# design 1

`config.mk`:
```
export PLATFORM = sky130hd
export DESIGN_NAME = gf16_mul_acc
export DESIGN_NICKNAME = d
export VERILOG_FILES = /design/src/rtl/gf_pkg.sv /design/src/rtl/gf16_mul_lane.sv /design/src/rtl/gf_mul.sv /design/src/rtl/gf16_mul_acc.sv
export SDC_FILE = /design/constraint.sdc
export NUM_CORES = 2
export LEC_CHECK = 0
export CAP_MARGIN = 5
export CORE_UTILIZATION = 55
export DETAILED_ROUTE_END_ITERATION = 10
export PLACE_DENSITY = 0.91
export SLEW_MARGIN = 10
export SYNTH_ARGS = -nofsm -noshare
export SYNTH_HDL_FRONTEND = slang
export SYNTH_SLANG_ARGS = --single-unit
export TNS_END_PERCENT = 50
```
`constraint.sdc`:
```
create_clock -name i_clk -period 2.1 [get_ports i_clk]
set_input_delay 0.42 -clock i_clk [delete_from_list [all_inputs] [get_ports i_clk]]
set_output_delay 0.42 -clock i_clk [all_outputs]
set_load 0.03 [all_outputs]
```
`src/rtl/gf_pkg.sv`:
```
// gf_pkg: shared GF(2^8)/GF(2^16) constants, pipeline token type and scalar multiply.
package gf_pkg;
    localparam logic [7:0] GF_POLY = 8'h1B;
    localparam logic [7:0] SDITH_IRRED_CST_GF2P16 = 8'h20;
    localparam int GF16_W = 16;

    typedef struct packed {
        logic vld;
        logic mode;
    } tok_t;

    // Shift-and-add multiply modulo x^8 + x^4 + x^3 + x + 1.
    function automatic logic [7:0] gf8_mul(input logic [7:0] a, input logic [7:0] b);
        logic [7:0] r, t;
        r = '0;
        t = a;
        for (int i = 0; i < 8; i++) begin
            r = b[i] ? r ^ t : r;
            t = {t[6:0], 1'b0} ^ (t[7] ? GF_POLY : 8'h00);
        end
        return r;
    endfunction
endpackage

```
`src/rtl/gf16_mul_lane.sv`:
```
// gf16_mul_lane: one pipelined GF(2^16) = GF(2^8)[z]/(z^2+z+0x20) product lane.
// GF16_MUL_KARATSUBA_EN selects 3 sub-multiplies instead of 4; latency is unchanged.
module gf16_mul_lane
    import gf_pkg::*;
#(
    parameter int REG_IN  = 1,
    parameter int REG_OUT = 1
) (
    input  logic              clk,
    input  logic [GF16_W-1:0] x,
    input  logic [GF16_W-1:0] y,
    output logic [GF16_W-1:0] p
);
    logic [GF16_W-1:0] xs, ys, comb;
    logic [7:0] p00, p11, mid, p00_r, p11_r, mid_r;

    generate
        if (REG_IN != 0) begin : g_in
            always_ff @(posedge clk) begin
                xs <= x;
                ys <= y;
            end
        end else begin : g_no_in
            assign xs = x;
            assign ys = y;
        end
    endgenerate

    gf_mul u_m00 (.a(xs[7:0]),  .b(ys[7:0]),  .p(p00));
    gf_mul u_m11 (.a(xs[15:8]), .b(ys[15:8]), .p(p11));

`ifdef GF16_MUL_KARATSUBA_EN
    logic [7:0] pk;
    // (x0^x1)(y0^y1) ^ x0y0 ^ x1y1 leaves the cross terms x0y1 ^ x1y0.
    gf_mul u_mk (.a(xs[7:0] ^ xs[15:8]), .b(ys[7:0] ^ ys[15:8]), .p(pk));
    assign mid = pk ^ p00 ^ p11;
`else
    logic [7:0] p01, p10;
    gf_mul u_m01 (.a(xs[7:0]),  .b(ys[15:8]), .p(p01));
    gf_mul u_m10 (.a(xs[15:8]), .b(ys[7:0]),  .p(p10));
    assign mid = p01 ^ p10;
`endif

    always_ff @(posedge clk) begin
        p00_r <= p00;
        p11_r <= p11;
        mid_r <= mid;
    end

    // z^2 = z + 0x20 folds x1y1 into both halves.
    assign comb = {mid_r ^ p11_r, p00_r ^ gf8_mul(p11_r, SDITH_IRRED_CST_GF2P16)};

    generate
        if (REG_OUT != 0) begin : g_out
            always_ff @(posedge clk) p <= comb;
        end else begin : g_no_out
            assign p = comb;
        end
    endgenerate
endmodule

```
`src/rtl/gf_mul.sv`:
```
// gf_mul: combinational GF(2^8) multiplier, polynomial 0x11B.
module gf_mul
    import gf_pkg::*;
(
    input  logic [7:0] a,
    input  logic [7:0] b,
    output logic [7:0] p
);
    assign p = gf8_mul(a, b);
endmodule

```
`src/rtl/gf16_mul_acc.sv`:
```
// gf16_mul_acc: multi-lane GF(2^16) multiply/multiply-accumulate with term counter.
// Optional GF16_MUL_KARATSUBA_EN selects the 3-multiply lane datapath.
module gf16_mul_acc
    import gf_pkg::*;
#(
    parameter int LANES   = 4,
    parameter int REG_IN  = 1,
    parameter int REG_OUT = 1
) (
    input  logic                     i_clk,
    input  logic                     i_rst,
    input  logic                     i_start,
    input  logic                     i_mode,
    input  logic                     i_acc_clr,
    input  logic [GF16_W*LANES-1:0]  i_x,
    input  logic [GF16_W*LANES-1:0]  i_y,
    output logic [GF16_W*LANES-1:0]  o_o,
    output logic                     o_done,
    output logic [15:0]              o_count
);
    localparam int D = 1 + REG_IN + REG_OUT;

    tok_t pipe [D];
    logic [GF16_W*LANES-1:0] prod, acc_nxt;
    logic [15:0] cnt_nxt;
    logic arrive, acc_mode;

    for (genvar k = 0; k < LANES; k++) begin : g_lane
        gf16_mul_lane #(.REG_IN(REG_IN), .REG_OUT(REG_OUT)) u_lane (
            .clk(i_clk),
            .x  (i_x[GF16_W*k +: GF16_W]),
            .y  (i_y[GF16_W*k +: GF16_W]),
            .p  (prod[GF16_W*k +: GF16_W])
        );
    end

    // Valid/mode token travels in step with the lane data registers.
    always_ff @(posedge i_clk) begin
        if (i_rst) begin
            for (int i = 0; i < D; i++) pipe[i] <= '0;
        end else begin
            pipe[0] <= '{vld: i_start, mode: i_mode};
            for (int i = 1; i < D; i++) pipe[i] <= pipe[i-1];
        end
    end

    always_comb begin
        arrive   = pipe[D-1].vld;
        acc_mode = pipe[D-1].mode && !i_acc_clr;
        acc_nxt  = arrive ? (acc_mode ? o_o ^ prod : prod) : (i_acc_clr ? '0 : o_o);
        cnt_nxt  = arrive ? (acc_mode ? ((&o_count) ? o_count : o_count + 16'd1) : 16'd1)
                          : (i_acc_clr ? 16'd0 : o_count);
    end

    always_ff @(posedge i_clk) begin
        if (i_rst) begin
            o_o     <= '0;
            o_count <= '0;
            o_done  <= 1'b0;
        end else begin
            o_o     <= acc_nxt;
            o_count <= cnt_nxt;
            o_done  <= arrive;
        end
    end
endmodule

```
Fig. 1: design 1, power grid
Bar = 50 µm. Pins as bars on the die edge. Tap cells in grey.
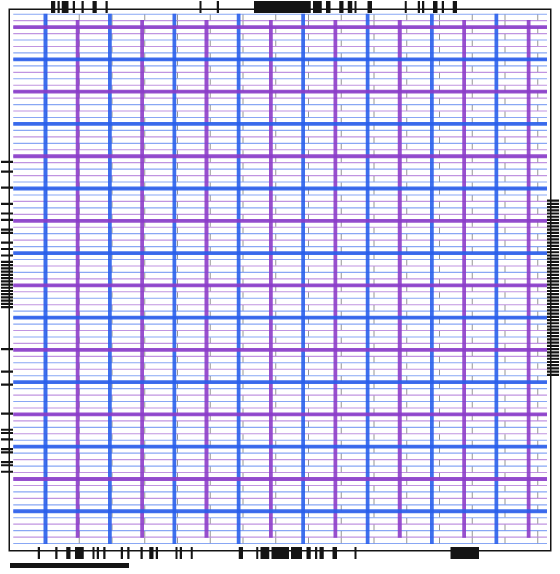
Blue marks VSS. Purple marks VDD.
16 straps on met4. 214 signal pins sit on the boundary.

Fig. 2: design 1, cell classes on the final placement
Bar = 50 µm.
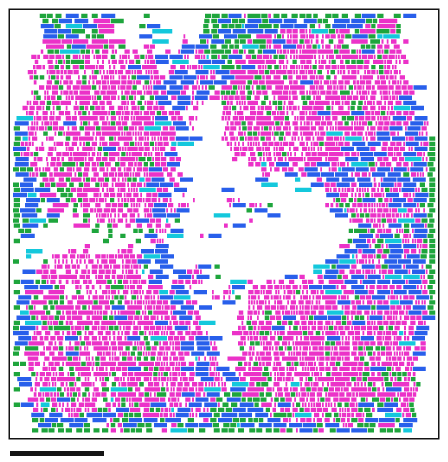
Green marks remaining buffers and delay cells, cells 655, share of their area 16%. Magenta marks remaining logic cells, cells 2760, share of their area 58%. Blue marks registers, cells 375, share of their area 22%. Cyan marks clock drivers and dummy loads, cells 77, share of their area 4.1%.
sequential portion of the cell area: 21.3%
row cnt: 82
final core area utilization: 71.5%
final design area excluding fillers: 35900 µm²
core footprint: 50200 µm²

==> commit_impl_results.txt <==
Store results of the implementation flow

* Clock tree from TritonCTS: yes
- Detailed-route vias per instance: 5.51
* Synthesized-area fraction occupied by adder cells: 0.0447%
- Most area-hungry cell class in the final design: logic gates
- Most frequently placed logic cells in the final layout: 1006 x sky130_fd_sc_hd__nand2_1, 738 x sky130_fd_sc_hd__xnor2_1, 395 x sky130_fd_sc_hd__buf_4
- Of all cell types, the one taking the most synthesized area is sky130_fd_sc_hd__dfxtp_1.
- The clock passes through at most 3 buffers.
* CP most frequent cell: sky130_fd_sc_hd__xnor2_1
- Once placement finished, the instance area stood at 32800 µm².
* Pwr per Cell Area: 919 nW/µm²
- Run status: finished, violations left
- Looking at the max-slew report, the worst-margin pin has a slew of 0.755 ns.
- Proportion of cell area occupied by multi-input gates: 56.0%
- The synthesized netlist devotes 5.17% of its cell area to compound gates.
- Place WS: -0.157 ns
- Static Leak: 15.2 nW
- In this run, the synthesized area fraction spent on and/or/nand/nor cells is recorded as 17.3%.
- Counting the clock-network buffers in the layout gives 60.
- Per report_power, the clock group accounts for 23.3% of the total.
* Final-layout setup total negative slack: -0.402 ns
* Power in combinational cells: 14.7 mW
- Per the final timing report, the hold violations number 0.
- Non-clock buffers: 655
* Top cells by area: sky130_fd_sc_hd__dfxtp_1 27%, sky130_fd_sc_hd__xnor2_1 25%, sky130_fd_sc_hd__nand2_1 14%
* Top logic cell by instance count in the layout: sky130_fd_sc_hd__nand2_1
* Total CTS buffers: 43
* Post-layout nets: 3969
* Number of placed I/O pins: 214
- Die Span X: 228 µm
- The synthesized netlist handed to floorplanning was reported with a cell count of 3414.
- After layout, the worst setup slack is -0.120 ns.
- Post-synthesis average cell area: 8.19 µm²
- The routed layout reports a DRC error count of 0.
- Clock input transition at the sequential cells of the worst setup and hold paths: 0.06 ns
- Walking the worst path, the cells encountered are buf_4, xor2_1, xnor2_1, nand2_1, xor3_1, xnor2_1, xnor3_1.
- Summed over all nets, the switching power comes to 11.5 mW.
* Violations in the final reports: negative setup slack
- Number of failing setup endpoints in the final timing report: 9
- Once layout is complete, the cells apart from fillers number 4539.
- Summed over all layers, the global routing overflow is 0.
* Hold/Removal Path Class: input port to flip-flop
- Sequential fraction of the synthesis area: 26.8%
- Antenna Nets Post-Route: 0
- Per the STA report, the cell with the highest stage delay on the worst path is sky130_fd_sc_hd__xor3_1.
-- layer usage --
metal	global-route usage, %	part of all wire (%)
met4	11.2	4.3
met2	51.4	48
met5	0	0.014
met1	37.7	38
met3	5.50	9.1
-- state kept, by name, summed over array words and instances, names as in the netlist --
signal / count
g_lane.u_lane.p: 64
g_lane.u_lane.xs: 64
g_lane.u_lane.ys: 64
o_o: 64
g_lane.u_lane.mid_r: 32
g_lane.u_lane.p00_r: 32
g_lane.u_lane.p11_r: 32
o_count: 16
pipe: 6
o_done: 1

# design 2

Fig. 3: design 2, power grid
Bar = 20 µm. Pins as bars on the die edge. Tap cells in grey.
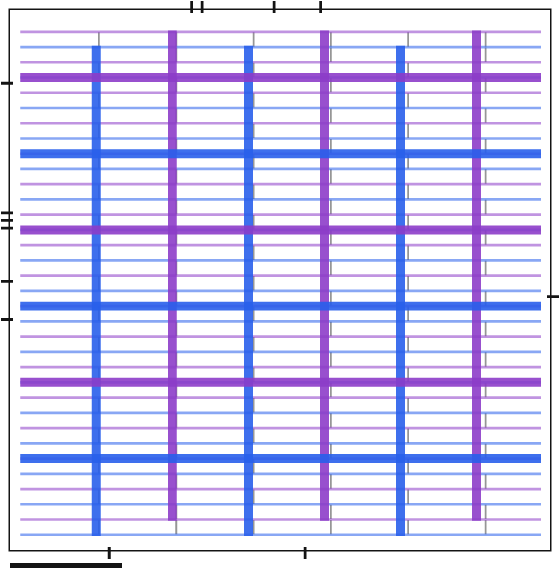
Fig. 4: design 2, cell classes on the final placement
Bar = 20 µm.
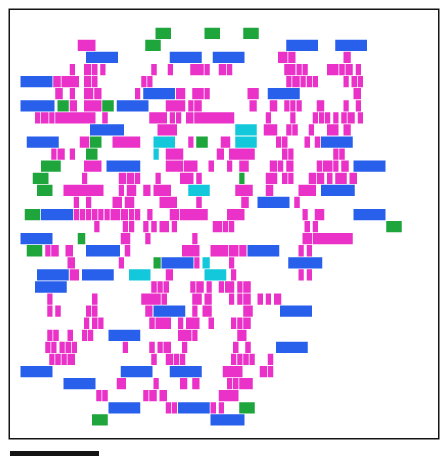
**config.mk**
```make
export PLATFORM = sky130hd
export DESIGN_NAME = tow_round_ctrl
export DESIGN_NICKNAME = d
export VERILOG_FILES = /design/src/rtl/tow_pkg.sv /design/src/rtl/tow_lfsr.sv /design/src/rtl/tow_round_ctrl.sv
export SDC_FILE = /design/constraint.sdc
export NUM_CORES = 1
export LEC_CHECK = 0
export ABC_AREA = 1
export CAP_MARGIN = 20
export CORE_MARGIN = 1.5
export CORE_UTILIZATION = 25
export CTS_CLUSTER_DIAMETER = 30
export CTS_CLUSTER_SIZE = 8
export DETAILED_ROUTE_END_ITERATION = 8
export GPL_TIMING_DRIVEN = 0
export PLACE_DENSITY_LB_ADDON = 0.12
export SYNTH_ARGS = -nofsm -noshare
export SYNTH_HDL_FRONTEND = slang
export SYNTH_HIERARCHICAL = 1
export SYNTH_SLANG_ARGS = --single-unit
```
**constraint.sdc**
```tcl
create_clock -name clk -period 1.65 [get_ports clk]
set_input_delay 0.2475 -clock clk [delete_from_list [all_inputs] [get_ports clk]]
set_output_delay 0.2475 -clock clk [all_outputs]
set_load 0.02 [all_outputs]
```
**src/rtl/tow_pkg.sv**
```systemverilog
// Shared definitions for the Tug-of-War game: FSM encodings, LFSR taps and
// the terminal score patterns.
package tow_pkg;

  typedef enum logic [2:0] {
    ST_IDLE   = 3'd0,
    ST_DELAY  = 3'd1,
    ST_LIGHTS = 3'd2,
    ST_SCORE  = 3'd3,
    ST_HOLD   = 3'd4,
    ST_DONE   = 3'd5
  } state_t;

  // Fibonacci feedback taps 8,6,5,4 (bit 7,5,4,3)
  localparam logic [7:0] LFSR_TAPS = 8'hB8;

  // Score display patterns that end the game
  localparam logic [6:0] SCORE_WL = 7'b1110000;
  localparam logic [6:0] SCORE_WR = 7'b0000111;

  // True when the scorer has reached a winning position
  function automatic logic is_final_score(input logic [6:0] score);
    return (score == SCORE_WL) || (score == SCORE_WR);
  endfunction

endpackage

```
**src/rtl/tow_lfsr.sv**
```systemverilog
// 8-bit Fibonacci LFSR used as the random source for light delay and
// fake-round selection. Advances every cycle outside reset.
module tow_lfsr
  import tow_pkg::*;
#(
  parameter logic [7:0] SEED = 8'hA5
) (
  input  logic       clk,
  input  logic       rst,
  output logic [7:0] lfsr
);

  // Shift left, feeding the XOR of the tapped bits into bit 0
  always_ff @(posedge clk) begin
    if (rst) lfsr <= SEED;
    else     lfsr <= {lfsr[6:0], ^(lfsr & LFSR_TAPS)};
  end

endmodule

```
**src/rtl/tow_round_ctrl.sv**
```systemverilog
// Round sequencer for Tug-of-War: arms a round, waits a random delay, lights
// the start lamps, resolves the first push into a one-cycle winrnd event with
// its qualifiers, then holds off before the next round.
module tow_round_ctrl
  import tow_pkg::*;
#(
  parameter int         MIN_DELAY     = 16,
  parameter int         RAND_W        = 6,
  parameter int         LIGHT_TIMEOUT = 200,
  parameter int         HOLDOFF       = 32,
  parameter int         FAKE_EN       = 1,
  parameter logic [7:0] SEED          = 8'hA5
) (
  input  logic       clk,
  input  logic       rst,
  input  logic       pb_l,
  input  logic       pb_r,
  input  logic       game_over,
  output logic       winrnd,
  output logic       right,
  output logic       tie,
  output logic       leds_on,
  output logic       fake,
  output logic [2:0] state_dbg
);

  localparam int DLY_MAX = MIN_DELAY + (1 << RAND_W);
  localparam int DLY_W   = (DLY_MAX > 2) ? $clog2(DLY_MAX) : 1;
  localparam int TO_W    = (LIGHT_TIMEOUT > 1) ? $clog2(LIGHT_TIMEOUT) : 1;
  localparam int HO_W    = (HOLDOFF > 1) ? $clog2(HOLDOFF) : 1;

  localparam logic [TO_W-1:0] TO_LAST = TO_W'(LIGHT_TIMEOUT - 1);
  localparam logic [HO_W-1:0] HO_LAST = HO_W'(HOLDOFF - 1);

  state_t           state;
  logic [7:0]       lfsr;
  logic             pb_l_d, pb_r_d;
  logic             push_l, push_r, push_any;
  logic             res_right, res_tie;
  logic [DLY_W-1:0] dly;
  logic [DLY_W-1:0] dly_load;
  logic [TO_W-1:0]  tcnt;
  logic [HO_W-1:0]  hcnt;
  logic             fake_arm;

  tow_lfsr #(.SEED(SEED)) u_lfsr (
    .clk  (clk),
    .rst  (rst),
    .lfsr (lfsr)
  );

  assign push_l    = pb_l & ~pb_l_d;
  assign push_r    = pb_r & ~pb_r_d;
  assign push_any  = push_l | push_r;
  // A simultaneous push is a tie and never credits the right player
  assign res_right = push_r & ~push_l;
  assign res_tie   = push_l & push_r;
  assign dly_load  = DLY_W'(MIN_DELAY) + DLY_W'(lfsr[RAND_W-1:0]);
  assign fake_arm  = (FAKE_EN != 0) && (lfsr[7:6] == 2'b00);
  assign state_dbg = state;

  // Previous button levels for rising-edge detection
  always_ff @(posedge clk) begin
    if (rst) begin
      pb_l_d <= 1'b0;
      pb_r_d <= 1'b0;
    end else begin
      pb_l_d <= pb_l;
      pb_r_d <= pb_r;
    end
  end

  // Round FSM with registered outputs; winrnd is high only in SCORE
  always_ff @(posedge clk) begin
    if (rst) begin
      state   <= ST_IDLE;
      winrnd  <= 1'b0;
      right   <= 1'b0;
      tie     <= 1'b0;
      leds_on <= 1'b0;
      fake    <= 1'b0;
      dly     <= '0;
      tcnt    <= '0;
      hcnt    <= '0;
    end else begin
      winrnd <= 1'b0;
      case (state)
        ST_IDLE: begin
          if (game_over) begin
            state <= ST_DONE;
            right <= 1'b0;
            tie   <= 1'b0;
          end else if (!pb_l && !pb_r) begin
            // Arm only once both buttons are released
            dly   <= dly_load;
            fake  <= fake_arm;
            state <= ST_DELAY;
          end
        end
        ST_DELAY: begin
          if (push_any) begin
            // Jumped the light: lamps stay dark in SCORE
            state  <= ST_SCORE;
            winrnd <= 1'b1;
            right  <= res_right;
            tie    <= res_tie;
          end else if (dly <= DLY_W'(1)) begin
            state   <= ST_LIGHTS;
            leds_on <= 1'b1;
            tcnt    <= '0;
          end else begin
            dly <= dly - DLY_W'(1);
          end
        end
        ST_LIGHTS: begin
          if (push_any) begin
            state  <= ST_SCORE;
            winrnd <= 1'b1;
            right  <= res_right;
            tie    <= res_tie;
          end else if (tcnt == TO_LAST) begin
            // Nobody pushed: void the round as a tie
            state  <= ST_SCORE;
            winrnd <= 1'b1;
            right  <= 1'b0;
            tie    <= 1'b1;
          end else begin
            tcnt <= tcnt + TO_W'(1);
          end
        end
        ST_SCORE: begin
          state   <= ST_HOLD;
          leds_on <= 1'b0;
          hcnt    <= '0;
        end
        ST_HOLD: begin
          if (hcnt == HO_LAST) begin
            fake <= 1'b0;
            if (game_over) begin
              state <= ST_DONE;
              right <= 1'b0;
              tie   <= 1'b0;
            end else begin
              state <= ST_IDLE;
            end
          end else begin
            hcnt <= hcnt + HO_W'(1);
          end
        end
        ST_DONE: begin
          right   <= 1'b0;
          tie     <= 1'b0;
          leds_on <= 1'b0;
          fake    <= 1'b0;
        end
        default: state <= ST_IDLE;
      endcase
    end
  end

endmodule

```
==> commit_impl_results.txt <==
Store results of the implementation flow

- FILL cells: 937
- On met2, the global router reports a usage of 20.4%.
* Hold Buf Count CTS: 0
* Total number of clock tree sinks: 38
* Total CTS buffers: 5
* Hold endpoint: u_lfsr/lfsr[1]
- Top post-synthesis cells by count: 90 x sky130_fd_sc_hd__nand2_1, 53 x sky130_fd_sc_hd__nor2_1, 41 x sky130_fd_sc_hd__inv_1, 38 x sky130_fd_sc_hd__dfxtp_1, 21 x sky130_fd_sc_hd__nand3_1
* Number of post-CTS setup repair buffers: 3
* Sum of routed wire segments on met1: 2690 µm
- After Yosys synthesis, XOR and XNOR cells account for 1.21% of the synthesized area.
* Critical path buffer and inverter count: 1
- The skew report gives the latency at the later pin of the worst-skew pair as 0.29 ns.
- Counting flops with an async set or reset pin after synthesis yields a share of 0%.
- Per the synth stats, the flop cell with the highest instance count is sky130_fd_sc_hd__dfxtp_1.
- The critical path is of the flip-flop to flip-flop type.
- Cell at the root of the clock tree: sky130_fd_sc_hd__clkbuf_8
- In this run, the synthesized area fraction spent on and/or/nand/nor cells is recorded as 38.6%.
- Prevailing logic family in the synthesized netlist: simple AND/OR/NAND/NOR gates
- Yosys stat area: 2180 µm²
* Run status: complete, no violations
About Fig. 3:
Blue marks VSS. Purple marks VDD.
The core has 33 rows. 6 straps on met5. 34 met1 rails follow the rows.

About Fig. 4:
Magenta marks remaining logic cells, cells 292, share of their area 60%. Cyan marks clock drivers and dummy loads, cells 8, share of their area 3.5%. Blue marks registers, cells 38, share of their area 30%. Green marks remaining buffers and delay cells, cells 20, share of their area 6.7%.
final design area excluding fillers: 2730 µm²
final core area utilization: 32.8%
row cnt: 33

## layout make-up
class                      instances  area share (%)
multi-input combinational        244            50.5
tap                              105            4.81
clock buffer                       7            3.16
buffer                             4           0.778
sequential                        38            28.1
inverter                          48            6.86
clock inverter                     1           0.183
timing repair buffer              16            5.58
## power breakdown
| part | total, mW | internal, mW | switching (mW) |
|---|---|---|---|
| logic | 2.16 | 0.784 | 1.38 |
| clock network | 0.672 | 0.338 | 0.335 |
| registers | 1.29 | 1.10 | 0.191 |

# design 3

Fig. 5: design 3, power grid
Bar = 20 µm. Pins as bars on the die edge. Tap cells in grey.
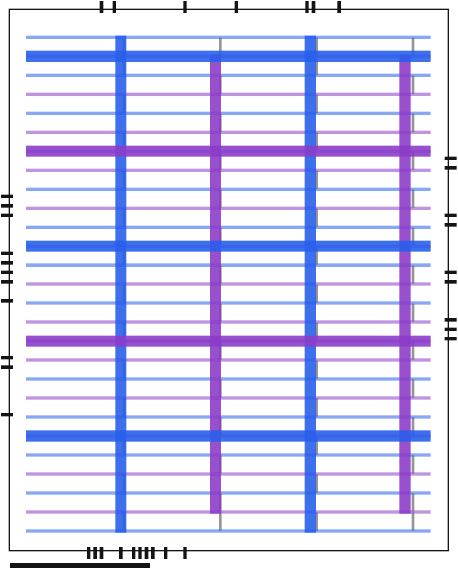
## config.mk

```make
export PLATFORM = sky130hd
export DESIGN_NAME = prog_counter
export DESIGN_NICKNAME = d
export VERILOG_FILES = /design/src/rtl/prog_counter_pkg.sv /design/src/rtl/prog_counter_step_prescaler.sv /design/src/rtl/prog_counter.sv
export SDC_FILE = /design/constraint.sdc
export NUM_CORES = 1
export LEC_CHECK = 0
export CAP_MARGIN = 40
export CORE_ASPECT_RATIO = 1.25
export CORE_MARGIN = 2
export CORE_UTILIZATION = 40
export CTS_CLUSTER_SIZE = 25
export DETAILED_ROUTE_END_ITERATION = 10
export GPL_ROUTABILITY_DRIVEN = 0
export PLACE_DENSITY = 0.67
export SETUP_SLACK_MARGIN = 0.05
export SYNTH_ARGS = -nofsm -noshare
export SYNTH_HDL_FRONTEND = slang
export SYNTH_HIERARCHICAL = 1
export SYNTH_SLANG_ARGS = --single-unit
```

## constraint.sdc

```tcl
create_clock -name i_Clock -period 6.2 [get_ports i_Clock]
set_input_delay 0.93 -clock i_Clock [delete_from_list [all_inputs] [get_ports i_Clock]]
set_output_delay 0.93 -clock i_Clock [all_outputs]
set_load 0.02 [all_outputs]
```

## src/rtl/prog_counter_pkg.sv

```systemverilog
// Shared constants for the programmable counter: direction and mode encodings
// plus default widths used by the top level and the step prescaler.
package prog_counter_pkg;

  localparam logic DIR_DOWN  = 1'b0;
  localparam logic DIR_UP    = 1'b1;
  localparam logic MODE_WRAP = 1'b0;
  localparam logic MODE_SAT  = 1'b1;

  localparam int DEFAULT_WIDTH      = 8;
  localparam int DEFAULT_PRESCALE_W = 4;

endpackage

```

## src/rtl/prog_counter_step_prescaler.sv

```systemverilog
// Step prescaler: asserts o_Step once every i_Prescale+1 enabled cycles.
// The phase holds while disabled and is cleared by reset or a parallel load.
module step_prescaler #(
  parameter int PRESCALE_W = 4
) (
  input  logic                  i_Clock,
  input  logic                  i_Reset,
  input  logic                  i_Enable,
  input  logic                  i_Clear,
  input  logic [PRESCALE_W-1:0] i_Prescale,
  output logic                  o_Step
);

  logic [PRESCALE_W-1:0] phase_q;

  // >= rather than == so that lowering i_Prescale below the current phase
  // fires on the very next enabled cycle instead of running the phase around.
  assign o_Step = i_Enable && (phase_q >= i_Prescale);

  // NOTE: sequential state uses non-blocking assignments so every register
  // samples pre-edge values, independent of process evaluation order.
  always_ff @(posedge i_Clock) begin
    if (i_Reset || i_Clear) begin
      phase_q <= '0;
    end else if (i_Enable) begin
      phase_q <= o_Step ? '0 : phase_q + PRESCALE_W'(1);
    end
  end

endmodule

```

## src/rtl/prog_counter.sv

```systemverilog
// Programmable up/down counter with inclusive limit, wrap/saturate modes,
// parallel load, step prescaler and registered tick/terminal pulses.
module prog_counter
  import prog_counter_pkg::*;
#(
  parameter int WIDTH      = DEFAULT_WIDTH,
  parameter int PRESCALE_W = DEFAULT_PRESCALE_W
) (
  input  logic                  i_Clock,
  input  logic                  i_Reset,
  input  logic                  i_Enable,
  input  logic                  i_Up,
  input  logic                  i_Saturate,
  input  logic [WIDTH-1:0]      i_Limit,
  input  logic [PRESCALE_W-1:0] i_Prescale,
  input  logic                  i_Load,
  input  logic [WIDTH-1:0]      i_LoadValue,
  output logic [WIDTH-1:0]      o_Count,
  output logic                  o_Tick,
  output logic                  o_Terminal,
  output logic                  o_AtLimit
);

  logic             step_raw;
  logic             step;
  logic [WIDTH-1:0] count_q;
  logic [WIDTH-1:0] count_d;
  logic             terminal_d;
  logic             tick_q;
  logic             terminal_q;

  step_prescaler #(
    .PRESCALE_W (PRESCALE_W)
  ) u_step_prescaler (
    .i_Clock    (i_Clock),
    .i_Reset    (i_Reset),
    .i_Enable   (i_Enable),
    .i_Clear    (i_Load),
    .i_Prescale (i_Prescale),
    .o_Step     (step_raw)
  );

  // A load overrides any step that the prescaler would grant this cycle.
  assign step = step_raw && !i_Load;

  // NOTE: every always_comb output gets a default first; a path that leaves
  // one unassigned would infer a latch.
  always_comb begin
    count_d    = count_q;
    terminal_d = 1'b0;
    if (i_Up == DIR_UP) begin
      if (count_q >= i_Limit) begin
        count_d    = (i_Saturate == MODE_SAT) ? i_Limit : '0;
        terminal_d = 1'b1;
      end else begin
        count_d = count_q + WIDTH'(1);
      end
    end else begin
      if (count_q > i_Limit) begin
        // Limit lowered below the count: snap down without a terminal pulse.
        count_d = i_Limit;
      end else if (count_q != '0) begin
        count_d = count_q - WIDTH'(1);
      end else begin
        count_d    = (i_Saturate == MODE_SAT) ? '0 : i_Limit;
        terminal_d = 1'b1;
      end
    end
  end

  always_ff @(posedge i_Clock) begin
    if (i_Reset) begin
      count_q    <= '0;
      tick_q     <= 1'b0;
      terminal_q <= 1'b0;
    end else if (i_Load) begin
      count_q    <= (i_LoadValue > i_Limit) ? i_Limit : i_LoadValue;
      tick_q     <= 1'b0;
      terminal_q <= 1'b0;
    end else begin
      tick_q     <= step;
      terminal_q <= step && terminal_d;
      if (step) begin
        count_q <= count_d;
      end
    end
  end

  assign o_Count    = count_q;
  assign o_Tick     = tick_q;
  assign o_Terminal = terminal_q;
  assign o_AtLimit  = (i_Up == DIR_UP) ? (count_q == i_Limit) : (count_q == '0);

endmodule

```

==> commit_impl_results.txt <==
Store results of the implementation flow

- Combinational share of power: 46.6%
* Sum of routed wire length over all layers: 4770 µm
* Simple logic cell fraction of the synthesized area: 22.1%
* Final setup margin: 2.21 ns
* Power in combinational cells: 162 µW
- GRT Overall Usage: 19.4%
* Share of total power consumed by net switching: 38.2%
* Final design area excluding fillers: 2150 µm²
- Maximum fanout count along the critical path: 4
* Sequential fraction of the synthesis area: 16.3%
- Fmax: 251 MHz
* Die Span X: 62.7 µm
- For this run the detailed placement stage logged an HPWL of 3670 µm.
* Run status: complete, no violations
* Violation count after the first detailed-route iteration: 61
- The main area contributors are sky130_fd_sc_hd__ha_1 17%, sky130_fd_sc_hd__dfxtp_1 16%, sky130_fd_sc_hd__a221o_1 5.8%.
* DRT Pass-1 Iters: 4
- Kind of cell adding the most delay to the critical path: buffers and inverters
- Length in cells of the worst reg-to-reg path: 8
- Maximum single-stage delay on the critical path: 0.65 ns
- Initial antenna violation count: 0
- Final routed wire length divided by cell count: 15.7 µm
* Worst hold path stage count: 2
- Number of placed cells counting well taps: 300
- Die extent in y: 77.4 µm
- The critical path ends at o_AtLimit.
- The timing report shows the most common cell along the critical path to be sky130_fd_sc_hd__clkdlybuf4s50_1.
- The detailed router placed 1768 vias in this run.
- In this run, post-CTS repair resized a total of 0 instances.
- Synthesis produced a netlist whose cell count is 218.
- Per the layout area report, the combinational gate area comes to 1320 µm².
* Place WS: 2.25 ns
- For the worst reg-to-reg path, the startpoint reported by OpenROAD is o_Count[0].
* Worst vdd ir: 83.1 µV
- Post-synthesis sequential element count: 14
- Number of warning messages in the yosys log: 6
* Share of the synthesized netlist area taken by xor and xnor gates: 6.61%
* Prevailing logic family in the synthesized netlist: AND-OR/OR-AND gates
- Per the detail_route report, DRC violations left total 0.
- Minimum hold slack: 0.518 ns
- In this run the deepest clock path goes through 2 buffers.
* Most frequently placed logic cells in the final layout: 36 x sky130_fd_sc_hd__clkdlybuf4s50_1, 25 x sky130_fd_sc_hd__nand2_1, 24 x sky130_fd_sc_hd__ha_1
- The transition time recorded at the tightest slew-check pin is 0.910 ns.
- Int Power: 215 µW
About Fig. 5:
Purple marks VDD. Blue marks VSS.
37 signal pins sit on the boundary. 27 met1 rails follow the rows.

[area by class of cell]
class | instances | area share, %
tap | 56 | 3.26
clock buffer | 3 | 1.92
inverter | 18 | 3.14
multi-input combinational | 174 | 61.5
timing repair buffer | 38 | 17.2
sequential | 14 | 13.0
[per-layer routing]
metal | GRT usage [%] | up-vias | wire length (µm)
met5 | 0 | - | 0
met4 | 8.89 | 0 | 76
met2 | 33.3 | 82 | 2370
met3 | 2.75 | 6 | 274
met1 | 23.9 | 805 | 2050
li1 | - | 875 | -


==> gallery <==
Routed metal, one colour a layer.
Plate I
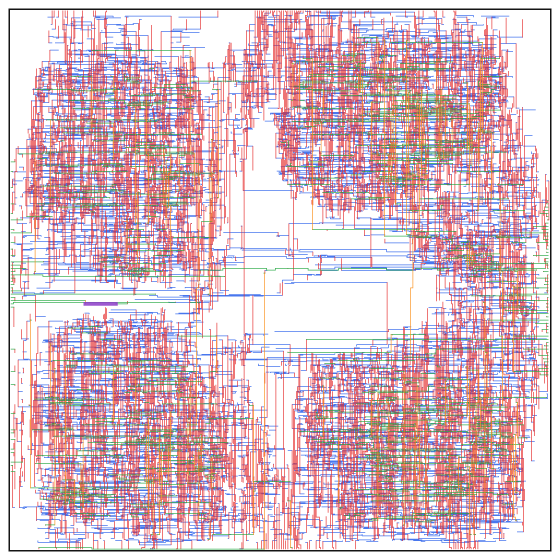
Plate II
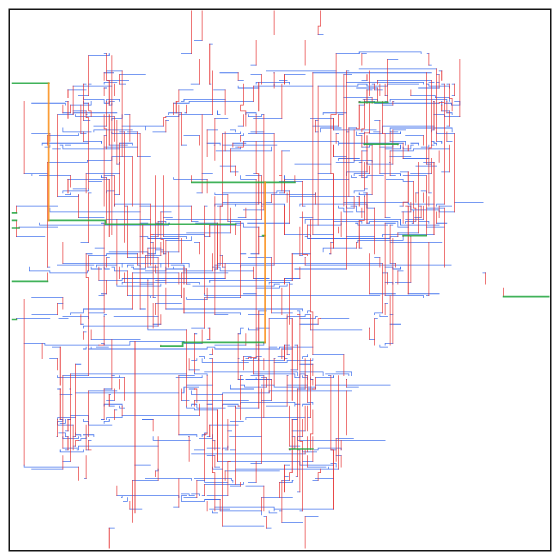
Plate III
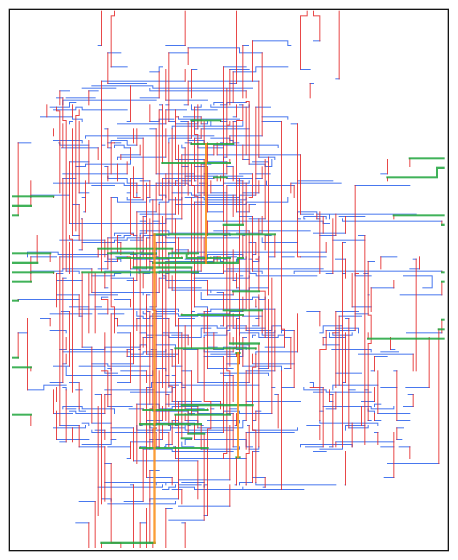
- design 3 = Plate III
- design 1 = Plate I
- design 2 = Plate II
Of these, most wire: Plate I

Power figures rest on the tool's default switching activity, not on a simulated workload.
